######## avalon_st_framer ########
<file path="src/rtl/avalon_st_framer.sv">
`default_nettype none
// +----------------------------------------------------------------------------+
// | Module      : avalon_st_framer                                             |
// | Description : Avalon-ST transmit framer. Takes a per-packet byte-length    |
// |               command and an unframed raw word stream, and produces a      |
// |               framed stream with sop/eop/empty through one registered     |
// |               output stage that honours downstream backpressure.          |
// | Ports       : clk, rst_n (async, active-low)                               |
// |               cmd_vld/cmd_rdy/cmd_len   - packet length command (bytes)    |
// |               raw_vld/raw_rdy/raw_data  - raw words, byte 0 in MS byte     |
// |               out_vld/out_rdy/out_data/out_empty/out_sop/out_eop           |
// |                                         - framed Avalon-ST source          |
// |               busy    - packet in progress or output beat pending          |
// |               err_len - one-cycle pulse on a zero-length command           |
// | Revision    : 1.0 - initial release                                        |
// +----------------------------------------------------------------------------+
module avalon_st_framer #(
   parameter  int DATA_WIDTH  = 32,
   parameter  int LEN_WIDTH   = 16,
   localparam int SYMBOLS     = DATA_WIDTH / 8,
   localparam int EMPTY_WIDTH = $clog2(DATA_WIDTH / 8)
) (
   input  logic                   clk,
   input  logic                   rst_n,
   input  logic                   cmd_vld,
   output logic                   cmd_rdy,
   input  logic [LEN_WIDTH-1:0]   cmd_len,
   input  logic                   raw_vld,
   output logic                   raw_rdy,
   input  logic [DATA_WIDTH-1:0]  raw_data,
   output logic                   out_vld,
   input  logic                   out_rdy,
   output logic [DATA_WIDTH-1:0]  out_data,
   output logic [EMPTY_WIDTH-1:0] out_empty,
   output logic                   out_sop,
   output logic                   out_eop,
   output logic                   busy,
   output logic                   err_len
);

   typedef enum logic [0:0] {
      ST_IDLE = 1'b0,
      ST_SEND = 1'b1
   } state_t;

   localparam logic [LEN_WIDTH-1:0] c_SYM_LEN = LEN_WIDTH'(SYMBOLS);
   localparam logic [LEN_WIDTH-1:0] c_ONE     = LEN_WIDTH'(1);

   generate
      if ((DATA_WIDTH % 8 != 0) || (DATA_WIDTH < 16)) begin : g_bad_width
         $fatal(1, "avalon_st_framer: DATA_WIDTH must be a multiple of 8 and >= 16");
      end
   endgenerate

   state_t                 state_q,      state_d;
   logic [LEN_WIDTH-1:0]   last_idx_q,   last_idx_d;
   logic [LEN_WIDTH-1:0]   beat_cnt_q,   beat_cnt_d;
   logic [EMPTY_WIDTH-1:0] last_empty_q, last_empty_d;
   logic                   out_vld_q,    out_vld_d;
   logic [DATA_WIDTH-1:0]  out_data_q,   out_data_d;
   logic [EMPTY_WIDTH-1:0] out_empty_q,  out_empty_d;
   logic                   out_sop_q,    out_sop_d;
   logic                   out_eop_q,    out_eop_d;
   logic                   err_len_q,    err_len_d;

   logic [LEN_WIDTH-1:0]   w_len_quot;
   logic [LEN_WIDTH-1:0]   w_len_rem;
   logic                   w_out_free;
   logic                   w_is_eop;
   logic [DATA_WIDTH-1:0]  w_raw_masked;

   // Index of the last beat is stored instead of the beat count so that a
   // maximum-length command never needs a wider-than-LEN_WIDTH counter.
   assign w_len_quot = cmd_len / c_SYM_LEN;
   assign w_len_rem  = cmd_len % c_SYM_LEN;
   assign w_out_free = ~out_vld_q | out_rdy;
   assign w_is_eop   = (beat_cnt_q == last_idx_q);

   // Zero the unused LS bytes of the final beat.
   always_comb begin : p_mask
      w_raw_masked = raw_data;
      for (int b = 0; b < SYMBOLS; b++) begin
         if (w_is_eop && (b < int'(last_empty_q))) begin
            w_raw_masked[8*b +: 8] = 8'h00;
         end
      end
   end

   always_comb begin : p_next
      state_d      = state_q;
      last_idx_d   = last_idx_q;
      beat_cnt_d   = beat_cnt_q;
      last_empty_d = last_empty_q;
      out_vld_d    = out_vld_q & ~out_rdy;
      out_data_d   = out_data_q;
      out_empty_d  = out_empty_q;
      out_sop_d    = out_sop_q;
      out_eop_d    = out_eop_q;
      err_len_d    = 1'b0;
      cmd_rdy      = 1'b0;
      raw_rdy      = 1'b0;

      case (state_q)
         ST_IDLE: begin
            cmd_rdy = 1'b1;
            if (cmd_vld) begin
               if (cmd_len == '0) begin
                  err_len_d = 1'b1;
               end else begin
                  last_idx_d   = (w_len_rem != '0) ? w_len_quot : (w_len_quot - c_ONE);
                  last_empty_d = (w_len_rem == '0) ? '0
                                                   : EMPTY_WIDTH'(c_SYM_LEN - w_len_rem);
                  beat_cnt_d   = '0;
                  state_d      = ST_SEND;
               end
            end
         end
         ST_SEND: begin
            // Pass-through refill: a new word may load on the same edge the
            // held beat is taken downstream.
            raw_rdy = w_out_free;
            if (raw_vld && w_out_free) begin
               out_vld_d   = 1'b1;
               out_data_d  = w_raw_masked;
               out_sop_d   = (beat_cnt_q == '0);
               out_eop_d   = w_is_eop;
               out_empty_d = w_is_eop ? last_empty_q : '0;
               beat_cnt_d  = beat_cnt_q + c_ONE;
               if (w_is_eop) begin
                  state_d = ST_IDLE;
               end
            end
         end
         default: begin
            state_d = ST_IDLE;
         end
      endcase
   end

   always_ff @(posedge clk or negedge rst_n) begin : p_regs
      if (!rst_n) begin
         state_q      <= ST_IDLE;
         last_idx_q   <= '0;
         beat_cnt_q   <= '0;
         last_empty_q <= '0;
         out_vld_q    <= 1'b0;
         out_data_q   <= '0;
         out_empty_q  <= '0;
         out_sop_q    <= 1'b0;
         out_eop_q    <= 1'b0;
         err_len_q    <= 1'b0;
      end else begin
         state_q      <= state_d;
         last_idx_q   <= last_idx_d;
         beat_cnt_q   <= beat_cnt_d;
         last_empty_q <= last_empty_d;
         out_vld_q    <= out_vld_d;
         out_data_q   <= out_data_d;
         out_empty_q  <= out_empty_d;
         out_sop_q    <= out_sop_d;
         out_eop_q    <= out_eop_d;
         err_len_q    <= err_len_d;
      end
   end

   assign out_vld   = out_vld_q;
   assign out_data  = out_data_q;
   assign out_empty = out_empty_q;
   assign out_sop   = out_sop_q;
   assign out_eop   = out_eop_q;
   assign err_len   = err_len_q;
   assign busy      = (state_q == ST_SEND) | out_vld_q;

endmodule
`default_nettype wire
</file>
<file path="config.mk">
export PLATFORM = sky130hd
export DESIGN_NAME = avalon_st_framer
export DESIGN_NICKNAME = d
export VERILOG_FILES = /design/src/rtl/avalon_st_framer.sv
export SDC_FILE = /design/constraint.sdc
export NUM_CORES = 1
export LEC_CHECK = 0
export ABC_CLOCK_PERIOD_IN_PS = 3200
export CAP_MARGIN = 10
export CORE_UTILIZATION = 52
export CTS_CLUSTER_DIAMETER = 200
export DETAILED_ROUTE_END_ITERATION = 10
export MAX_ROUTING_LAYER = met4
export PLACE_DENSITY = 0.86
export SETUP_SLACK_MARGIN = 0.1
export SLEW_MARGIN = 20
export SYNTH_ARGS = -nofsm -noshare
export SYNTH_HDL_FRONTEND = slang
export SYNTH_SLANG_ARGS = --single-unit
</file>
<file path="constraint.sdc">
create_clock -name clk -period 3.2 [get_ports clk]
set_clock_uncertainty 0.15 [all_clocks]
set_input_delay 0.64 -clock clk [delete_from_list [all_inputs] [get_ports clk]]
set_output_delay 0.64 -clock clk [all_outputs]
set_load 0.01 [all_outputs]
</file>
######## alu_issue_stage ########
## src/rtl/alu_issue_stage.sv

```systemverilog
// Decode/operand-fetch stage ahead of the ALU: decodes op, reads A/B from a small regfile, counts issues.
// Latency: 1 cycle from accept to out_valid; full throughput of one op per cycle.
// Backpressure: in_ready = !out_valid || out_ready; operands hold while out_valid && !out_ready.
// Optional build macro ALU_ISSUE_WB_BYPASS_EN: same-cycle write-back is forwarded into captured operands.
module alu_issue_stage #(
    parameter int NREGS = 8,
    parameter int CNT_W = 16
) (
    input  logic             clk,
    input  logic             rst_n,
    input  logic             in_valid,
    output logic             in_ready,
    input  logic [31:0]      in_instr,
    output logic             out_valid,
    input  logic             out_ready,
    output logic [4:0]       alu_a,
    output logic [4:0]       alu_b,
    output logic [15:0]      alu_imm,
    output logic [4:0]       alu_shift,
    output logic [5:0]       alu_ctrl,
    input  logic             wb_en,
    input  logic [2:0]       wb_addr,
    input  logic [5:0]       wb_data,
    output logic             illegal,
    output logic [CNT_W-1:0] issued_cnt
);

    logic [4:0]       regs_q [NREGS];
    logic [4:0]       regs_d [NREGS];
    logic [4:0]       rf_src [NREGS];

    logic             out_valid_q, out_valid_d;
    logic [4:0]       alu_a_q, alu_a_d;
    logic [4:0]       alu_b_q, alu_b_d;
    logic [15:0]      alu_imm_q, alu_imm_d;
    logic [4:0]       alu_shift_q, alu_shift_d;
    logic [5:0]       alu_ctrl_q, alu_ctrl_d;
    logic             illegal_q, illegal_d;
    logic [CNT_W-1:0] issued_cnt_q, issued_cnt_d;

    logic [5:0]       op;
    logic [2:0]       rs, rt;
    logic             legal, use_rt;
    logic [15:0]      dec_imm;
    logic [4:0]       dec_shift;
    logic [4:0]       rd_a, rd_b;
    logic             accept, issue;

    // Bits that carry no information for this stage.
    logic             unused_bits;
    assign unused_bits = ^{wb_data[5], in_instr[19:16]};

    assign op       = in_instr[31:26];
    assign rs       = in_instr[25:23];
    assign rt       = in_instr[22:20];
    assign in_ready = !out_valid_q || out_ready;
    assign accept   = in_valid && in_ready;
    assign issue    = accept && legal;

    // Register file next state: r0 is hardwired, out-of-range addresses never match.
    always_comb begin
        regs_d    = regs_q;
        regs_d[0] = '0;
        for (int i = 1; i < NREGS; i++) begin
            if (wb_en && wb_addr == 3'(i)) regs_d[i] = wb_data[4:0];
        end
    end

    // Operand source: post-write values when forwarding is built in, else pre-edge contents.
    always_comb begin
`ifdef ALU_ISSUE_WB_BYPASS_EN
        rf_src = regs_d;
`else
        rf_src = regs_q;
`endif
    end

    // Register reads; r0 and indices beyond NREGS read as zero.
    always_comb begin
        rd_a = '0;
        rd_b = '0;
        for (int i = 1; i < NREGS; i++) begin
            if (rs == 3'(i)) rd_a = rf_src[i];
            if (rt == 3'(i)) rd_b = rf_src[i];
        end
    end

    // Opcode decode into operand selection.
    always_comb begin
        legal     = 1'b0;
        use_rt    = 1'b1;
        dec_imm   = '0;
        dec_shift = '0;
        case (op)
            6'd0, 6'd1, 6'd2, 6'd3, 6'd4: legal = 1'b1;
            6'd5, 6'd6: begin
                legal     = 1'b1;
                dec_shift = in_instr[4:0];
            end
            6'd10, 6'd11: begin
                legal   = 1'b1;
                use_rt  = 1'b0;
                dec_imm = in_instr[15:0];
            end
            default: legal = 1'b0;
        endcase
    end

    // Output register and counter next state; illegal ops are consumed but never issued.
    always_comb begin
        out_valid_d  = out_valid_q && !out_ready;
        alu_a_d      = alu_a_q;
        alu_b_d      = alu_b_q;
        alu_imm_d    = alu_imm_q;
        alu_shift_d  = alu_shift_q;
        alu_ctrl_d   = alu_ctrl_q;
        illegal_d    = accept && !legal;
        issued_cnt_d = issued_cnt_q + CNT_W'(issue);
        if (accept) out_valid_d = legal;
        if (issue) begin
            alu_a_d     = rd_a;
            alu_b_d     = use_rt ? rd_b : 5'd0;
            alu_imm_d   = dec_imm;
            alu_shift_d = dec_shift;
            alu_ctrl_d  = op;
        end
    end

    // State registers; reset discards any in-flight operands immediately.
    always_ff @(posedge clk or negedge rst_n) begin
        if (!rst_n) begin
            for (int i = 0; i < NREGS; i++) regs_q[i] <= '0;
            out_valid_q  <= 1'b0;
            alu_a_q      <= '0;
            alu_b_q      <= '0;
            alu_imm_q    <= '0;
            alu_shift_q  <= '0;
            alu_ctrl_q   <= '0;
            illegal_q    <= 1'b0;
            issued_cnt_q <= '0;
        end else begin
            regs_q       <= regs_d;
            out_valid_q  <= out_valid_d;
            alu_a_q      <= alu_a_d;
            alu_b_q      <= alu_b_d;
            alu_imm_q    <= alu_imm_d;
            alu_shift_q  <= alu_shift_d;
            alu_ctrl_q   <= alu_ctrl_d;
            illegal_q    <= illegal_d;
            issued_cnt_q <= issued_cnt_d;
        end
    end

    assign out_valid  = out_valid_q;
    assign alu_a      = alu_a_q;
    assign alu_b      = alu_b_q;
    assign alu_imm    = alu_imm_q;
    assign alu_shift  = alu_shift_q;
    assign alu_ctrl   = alu_ctrl_q;
    assign illegal    = illegal_q;
    assign issued_cnt = issued_cnt_q;

endmodule

```

## config.mk

```make
export PLATFORM = sky130hd
export DESIGN_NAME = alu_issue_stage
export DESIGN_NICKNAME = d
export VERILOG_FILES = /design/src/rtl/alu_issue_stage.sv
export SDC_FILE = /design/constraint.sdc
export NUM_CORES = 1
export LEC_CHECK = 0
export ABC_AREA = 1
export CORE_MARGIN = 8
export CORE_UTILIZATION = 45
export CTS_BUF_LIST = sky130_fd_sc_hd__clkbuf_4 sky130_fd_sc_hd__clkbuf_8
export DETAILED_ROUTE_END_ITERATION = 6
export PLACE_DENSITY = 0.76
export SLEW_MARGIN = 15
export SYNTH_ARGS = -nofsm -noshare
export SYNTH_HDL_FRONTEND = slang
export SYNTH_SLANG_ARGS = --single-unit
```

## constraint.sdc

```tcl
create_clock -name clk -period 2.4 [get_ports clk]
set_clock_uncertainty 0.15 [all_clocks]
set_input_delay 0.24 -clock clk [delete_from_list [all_inputs] [get_ports clk]]
set_output_delay 0.24 -clock clk [all_outputs]
set_load 0.05 [all_outputs]
```

######## fetch_unit ########
[config.mk]
export PLATFORM = sky130hd
export DESIGN_NAME = fetch_unit
export DESIGN_NICKNAME = d
export VERILOG_FILES = /design/src/rtl/cpu_pkg.sv /design/src/rtl/fetch_pc_next.sv /design/src/rtl/fetch_unit.sv
export SDC_FILE = /design/constraint.sdc
export NUM_CORES = 1
export LEC_CHECK = 0
export CORE_ASPECT_RATIO = 1.1
export CORE_MARGIN = 2
export CORE_UTILIZATION = 45
export CTS_CLUSTER_DIAMETER = 50
export DETAILED_ROUTE_END_ITERATION = 7
export PLACE_DENSITY = 0.87
export SLEW_MARGIN = 30
export SYNTH_ARGS = -nofsm -noshare
export SYNTH_HDL_FRONTEND = slang
export SYNTH_HIERARCHICAL = 1
export SYNTH_SLANG_ARGS = --single-unit
[constraint.sdc]
create_clock -name clk -period 5.9 [get_ports clk]
set_clock_uncertainty 0.2 [all_clocks]
set_input_delay 1.18 -clock clk [delete_from_list [all_inputs] [get_ports clk]]
set_output_delay 1.18 -clock clk [all_outputs]
set_load 0.01 [all_outputs]
[src/rtl/cpu_pkg.sv]
// Shared tinylab CPU definitions: fetch FSM states and default bus/ROM geometry.
package cpu_pkg;

  localparam int unsigned DWIDTH_DEF = 16;
  localparam int unsigned AWIDTH_DEF = 16;
  localparam int unsigned DEPTH_DEF  = 16;

  typedef enum logic {
    IDLE  = 1'b0,
    FETCH = 1'b1
  } fetch_state_t;

endpackage

[src/rtl/fetch_pc_next.sv]
// Next-PC selector: redirect wins, then sequential increment with wrap at DEPTH, else hold.
module fetch_pc_next
  import cpu_pkg::*;
#(
  parameter int unsigned AWIDTH = AWIDTH_DEF,
  parameter int unsigned DEPTH  = DEPTH_DEF
) (
  input  logic [AWIDTH-1:0] pc,
  input  logic              redirect_en,
  input  logic [AWIDTH-1:0] redirect_addr,
  input  logic              fetch_fire,
  output logic [AWIDTH-1:0] next_pc
);

  localparam logic [AWIDTH-1:0] LAST_PC = AWIDTH'(DEPTH - 1);

  always_comb begin
    next_pc = pc;
    if (redirect_en) begin
      next_pc = redirect_addr;
    end else if (fetch_fire) begin
      // Out-of-range targets never equal LAST_PC, so they count up to AWIDTH overflow.
      next_pc = (pc == LAST_PC) ? '0 : pc + AWIDTH'(1);
    end
  end

endmodule

[src/rtl/fetch_unit.sv]
// Instruction-fetch front end: owns the PC, requests ROM words and holds them in the IR
// behind a valid/ready handshake to decode.
module fetch_unit
  import cpu_pkg::*;
#(
  parameter int unsigned DWIDTH   = DWIDTH_DEF,
  parameter int unsigned AWIDTH   = AWIDTH_DEF,
  parameter int unsigned DEPTH    = DEPTH_DEF,
  parameter int unsigned RESET_PC = 0
) (
  input  logic              clk,
  input  logic              rst,
  input  logic              enable,
  output logic [AWIDTH-1:0] mem_addr,
  output logic              mem_ready,
  input  logic [DWIDTH-1:0] mem_data,
  input  logic              mem_valid,
  input  logic              redirect_en,
  input  logic [AWIDTH-1:0] redirect_addr,
  output logic [DWIDTH-1:0] instr,
  output logic [AWIDTH-1:0] instr_pc,
  output logic              instr_valid,
  input  logic              instr_ready
);

  fetch_state_t      state;
  logic [AWIDTH-1:0] pc;
  logic [AWIDTH-1:0] next_pc;
  logic              fetch_fire;

  assign mem_addr = pc;

  // A new request may issue in the same cycle the IR drains, giving one word per cycle.
  assign mem_ready = !rst && (state == FETCH) && enable && !redirect_en
                     && (!instr_valid || instr_ready);
  assign fetch_fire = mem_ready && mem_valid;

  fetch_pc_next #(
    .AWIDTH (AWIDTH),
    .DEPTH  (DEPTH)
  ) u_pc_next (
    .pc            (pc),
    .redirect_en   (redirect_en),
    .redirect_addr (redirect_addr),
    .fetch_fire    (fetch_fire),
    .next_pc       (next_pc)
  );

  always_ff @(posedge clk) begin
    if (rst) begin
      state       <= IDLE;
      pc          <= AWIDTH'(RESET_PC);
      instr       <= '0;
      instr_pc    <= '0;
      instr_valid <= 1'b0;
    end else begin
      state <= enable ? FETCH : IDLE;
      pc    <= next_pc;
      if (redirect_en) begin
        instr_valid <= 1'b0;
      end else if (fetch_fire) begin
        instr       <= mem_data;
        instr_pc    <= pc;
        instr_valid <= 1'b1;
      end else if (instr_valid && instr_ready) begin
        instr_valid <= 1'b0;
      end
    end
  end

endmodule
Fig. 1: avalon_st_framer, routed metal, one colour a layer
Scale bar: 20 um. Two of the layers only.
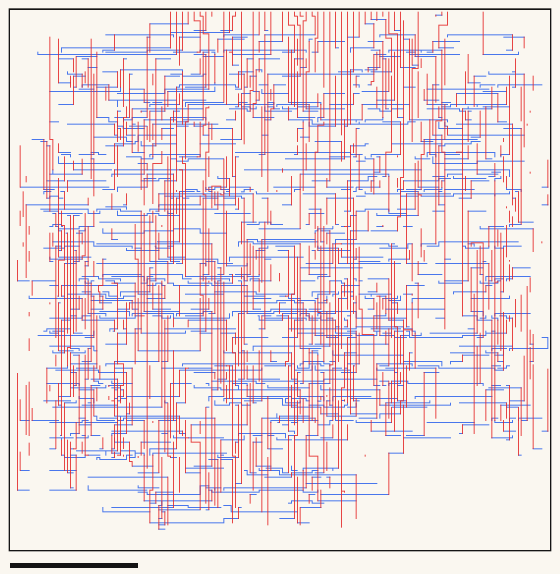
| colour | layer | wire length |
|---|---|---|
| red | M2 | 4240 um |
| blue | M1 | 3600 um |

Fig. 2: avalon_st_framer, routed clock nets over the placement
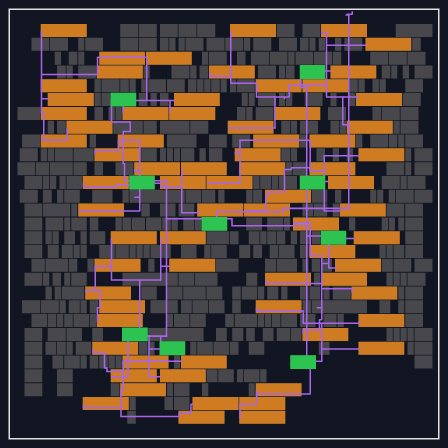
[orange] flip-flops | count: 72
[green] clock-net drivers | count: 9
[purple] clock wires | length: 843 um
flops lie: widely spread
routed clock nets: 10

==> Changelog: implementation, avalon_st_framer <==
### Physical design

- Status: finished, violations left
- Failing checks: DRC
- Combinational gate area: 1600 um2
- Clk latency late pin: between 0.3 and 0.4 ns
- Non-Filler Instances: approximately 560
- Initial antenna violation count: 0
- Repair and plain buffers: just over 100
- Hold Buf Count CTS: 0
- Total wire length: 8440 um
- Chip area line of the yosys report: roughly 3500 um2
- Largest power group: sequential cells
- CTS clk-pin slew, worst paths: 0.08 ns
- # setup viols final: 0
- Post-DP HPWL: 6100 um
- Resize count post-CTS: 0
- Input/output buffers: 93
- CTS tree: yes
- Remaining DRCs: 18
- Vias per std cell: about 5.5
- Yosys Instances: between 300 and 400
- Crit path max-delay cell type: clkdlybuf4s50_1
- WL/cell: 15.1 um
- Layout cell share with drive strength beyond 1: 0.0811
- Largest net degree at the start of global routing: 73
- Inverters: 10
- Peak VDD IR: 0.000312 V
- Critical Path Max Stage Delay: 0.53 ns
- #MultiIn Comb: between 200 and 300
- Asr flop ratio synth: 1.00
- Clk pwr: 0.933 mW
- Area of the core: 6460 um2
- Fp_density: 0.545
- Place WS: 0.199 ns
-- avalon_st_framer: cell families (layout without fill, tap and decap cells) --
| family | after synthesis | in the layout | share of synthesized area |
|---|---|---|---|
| xor+xnor | 35 | 35 | 0.0871 |
| simple gates | 207 | 207 | 0.287 |
| buf+inv | 27 | 127 | 0.0341 |
| fa+ha+maj | 4 | 4 | 0.0142 |
| compound gates | 33 | 33 | 0.0561 |
| mux | 3 | 3 | 0.00959 |
| flops | 72 | 72 | 0.512 |
-- avalon_st_framer: layer usage --
layer / vias to the layer above / track usage / part of all wire
met1: 1466 / 0.322 / 0.43
met5: - / - / 0
li1: 1460 / - / -
met3: 16 / 0.0511 / 0.048
met2: 101 / 0.444 / 0.50
met4: 0 / 0.0909 / 0.022
-- avalon_st_framer: final timing paths --
path                       cells past startpoint         start             to  slack (ns)
min                                            2         rst_n   out_data[17]        0.15
min in group clk                               2  out_data[27]   out_data[27]        0.33
max                                            4       out_rdy        raw_rdy        0.44
max reg2reg                                    5       state_q    out_data[0]        0.99
min reg2reg                                    2  out_data[27]   out_data[27]        0.33
max in group asynchronous                      2         rst_n  beat_cnt_q[9]        2.45
Fig. 3: alu_issue_stage, PDN straps and rails
Scale bar: 20 um. Pins as bars on the die edge. Tap cells in grey.
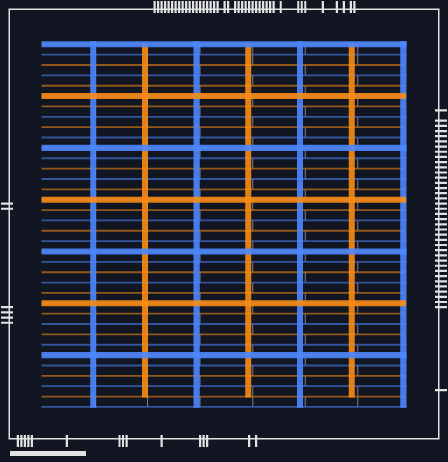
| colour | net |
|---|---|
| blue | VSS |
| orange | VDD |
rows: 35
met1 rails: 36

==> Changelog: implementation, alu_issue_stage <==
### Physical design

- Total wire length: 11400 um
- Remaining DRCs: 0
- First-pass GRT wire length: 19200 um
- Initial antenna violation count: 0
- Die area: 12600 um2
- Critical Path Max Stage Delay: 0.52 ns
- Yosys simple share: 0.271
- Status: completed
- Switching part of the total: 0.378
- Setup Fix Bufs, Post-CTS: 0
- Place WS: -0.210 ns
- Setup WS post-layout: approximately 0.16 ns
- CP max FO: 4
- Synth Flop Type: dfrtp_1
- CTS clk-pin slew, worst paths: 0.10 ns
- Hold Crit Class: primary input to async pin
- Synth area leader: dfrtp_1
- Total grt overflow: 0
- R2R Path Start: out_valid
- Chip area line of the yosys report: 4180 um2
- Yosys cell types: 28
- Top cells by count: nand2_1 (167), dfrtp_1 (90), o21ai_0 (62), nor2_1 (43), inv_1 (41)
- Critical path arrival: between 2 and 2.5 ns
- Worst Setup SP: in_instr[27]
- Vias in the first global route: 3789
- Nets: 668
- Clk sinks: 90
- Hold Buf Count CTS: 1
- Synth Area in Adders: 0.00599
- First-pass DRT Iterations: 4
- Crit path max-delay cell type: clkdlybuf4s50_1
- Yosys Instances: 501
- Largest net degree at the start of global routing: between 40 and 50
- Non-Filler Instances: ~740
- Most common cell in the netlist: nand2_1
- Sequential power: just under 2 mW
- Vias per std cell: 5.08
- Clk pwr: 0.940 mW
- Area of the core: ~9000 um2
- Ys Warns: 0
- Combinational fraction of design power: 0.300
## alu_issue_stage: worst paths after layout
path | endpoint | cells after the start
setup reg to reg | issued_cnt[14] | 13
setup / recovery | issued_cnt[14] | 15
hold reg to reg | alu_imm[11] | 2
max in group asynchronous | regs_q[13] | 3
hold / removal | alu_imm[2] | 2
min in group clk | alu_imm[13] | 3
## alu_issue_stage: sequential cells by signal (all words and copies together), names as in the netlist
| name | flops |
|---|---|
| regs_q | 35 |
| alu_b | 5 |
| issued_cnt | 16 |
| illegal | 1 |
| out_valid | 1 |
| alu_imm | 16 |
| alu_shift | 5 |
| alu_a | 5 |
| alu_ctrl | 6 |
## alu_issue_stage: per-layer routing
layer,track usage,vias up,part of all wire
li1,-,1851,-
met4,0.0638,0,0.013
met1,0.238,1769,0.44
met3,0.0344,9,0.061
met5,0,-,0
met2,0.322,110,0.48
## alu_issue_stage: cell type report
class / count / area (um2)
fillers: 775 / 3510
flip-flops and latches: 90 / 2250
multi-input cells: 358 / 1740
repair buffers: 117 / 1130
inverters: 44 / 165
well taps: 111 / 139
clock buffers: 9 / 124
clock inverters: 7 / 52.6
Fig. 4: fetch_unit, placement by cell class
Scale bar: 20 um.
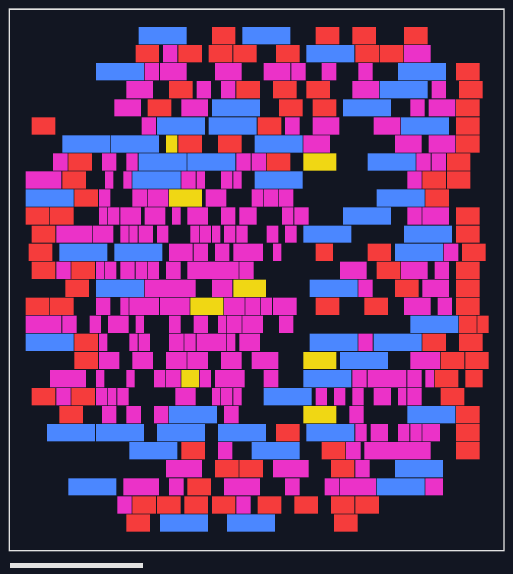
| colour | class | cells | share of their area |
|---|---|---|---|
| yellow | clock drivers and dummy loads | 8 | 2.8% |
| red | remaining buffers and delay cells | 90 | 26% |
| magenta | remaining logic cells | 182 | 41% |
| blue | sequential cells | 50 | 30% |

==> Changelog: implementation, fetch_unit <==
### Physical design

- Status: completed
- R2R Path Start: instr_valid
- Seq share, synth: 0.409
- Nets: 368
- Placed cell areas: roughly 3400 um2
- Critical path arrival: 2.79 ns
- Crit end category: output port
- Min-delay src: instr[14]
- CP dominant cell by count: clkdlybuf4s50_1
- Input/output buffers: 87
- Hold Path Cell Cnt: 2
- M1 GR Usage: 0.226
- Final period utilization: 0.707
- Hold Crit Class: register to register
- Non-Filler Instances: 405
- Floorplan net count: 284
- # H-tree levels: 2
- # rows: 28
- Endpoints failing hold: 0
- RSZ-0062 raised after global routing: no
- Vias per std cell: 5.08
- GR peak layer: met2
- CP delay by family, top: buffers and inverters
- Peak VDD IR: about 0.00011 V
- Worst Setup SP: redirect_en
- P per Cell Area: 188 nW/um2
- Synth Flop Type: dfxtp_1
- Asr flop ratio synth: 0
- Flops after synth: 50
- Fp_density: 0.460
- # setup viols final: 0
- Initial antenna violation count: 0
- Global Route met3 Usage: 0.0347
- WL/cell: 13.3 um
- Slew Limit Fails: 0
- Placed cells: ~400
- Crit path max-delay cell type: clkdlybuf4s50_1
- Hold_ws: approximately 0.28 ns
- Critical Path End: mem_ready
- Max-slew headroom: 0.587
- WP data required: ~4.5 ns
- CTS clk-pin slew, worst paths: 0.09 ns
- Crit Path Class: primary input to output port
- Pwr Total: between 0.6 and 0.7 mW
- # IOs: 88
- Yosys Instances: between 200 and 250
- Worst Hold End: instr[14]
- Setup Fix Bufs, Post-CTS: 0
- Met2 usage: 0.317
- R2r setup slk: between 3 and 4 ns
## fetch_unit: area by class of cell
class                      count  area (um2)  area share
sequential                    50        1000       0.290
clock buffer                   6        82.6      0.0239
clock inverter                 2        12.5     0.00363
timing repair buffer          90         888       0.258
multi-input combinational    178        1360       0.393
inverter                       4        15.0     0.00435
tap                           75        93.8      0.0272
## fetch_unit: kinds of logic (layout without fill, tap and decap cells)
group                      Yosys count  in the layout  share of synthesized area
and+or+nand+nor                    109            109                      0.294
DFF                                 50             50                      0.409
muxes                               30             30                      0.151
AOI/OAI and AO/OA                   26             26                     0.0603
buffers and inverters               17            102                     0.0378
xor gates and xnor gates            12             12                     0.0429
adders and majority gates            1              1                    0.00511
## fetch_unit: where the power goes
group          total, mW  switching [mW]  internal (mW)
Combinational     0.0838          0.0314         0.0524
Sequential         0.360          0.0142          0.346
Clock              0.206           0.112         0.0944
## fetch_unit: worst min-delay path: cells and delay by family, from the launching register on
family          cells  cell delay (ns)
flops               1             0.32
compound gates      2             0.12
## fetch_unit: flip-flops by register name, indices dropped and copies added (netlist names)
name         flops
instr           16
instr_pc        16
mem_addr        16
instr_valid      1
state            1


==> gallery <==
Cell outlines without signal wires.
Plate I
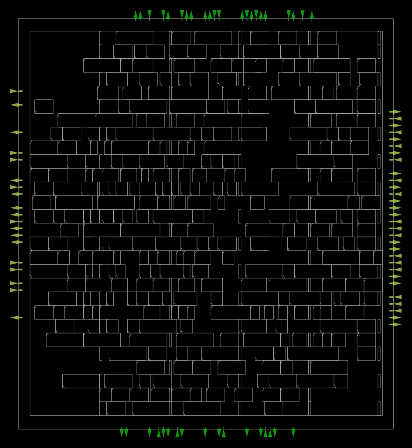
Plate II
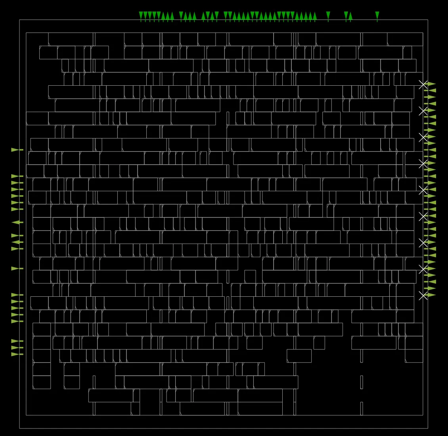
Plate III
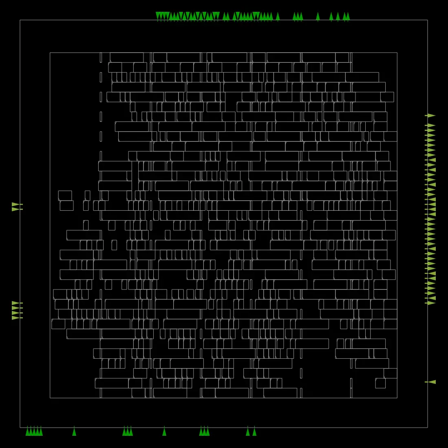
- avalon_st_framer = Plate II
- fetch_unit = Plate I
- alu_issue_stage = Plate III
- most sequential cells: Plate III
- fewest cells: Plate I

Power is estimated from default activity; no workload was simulated.
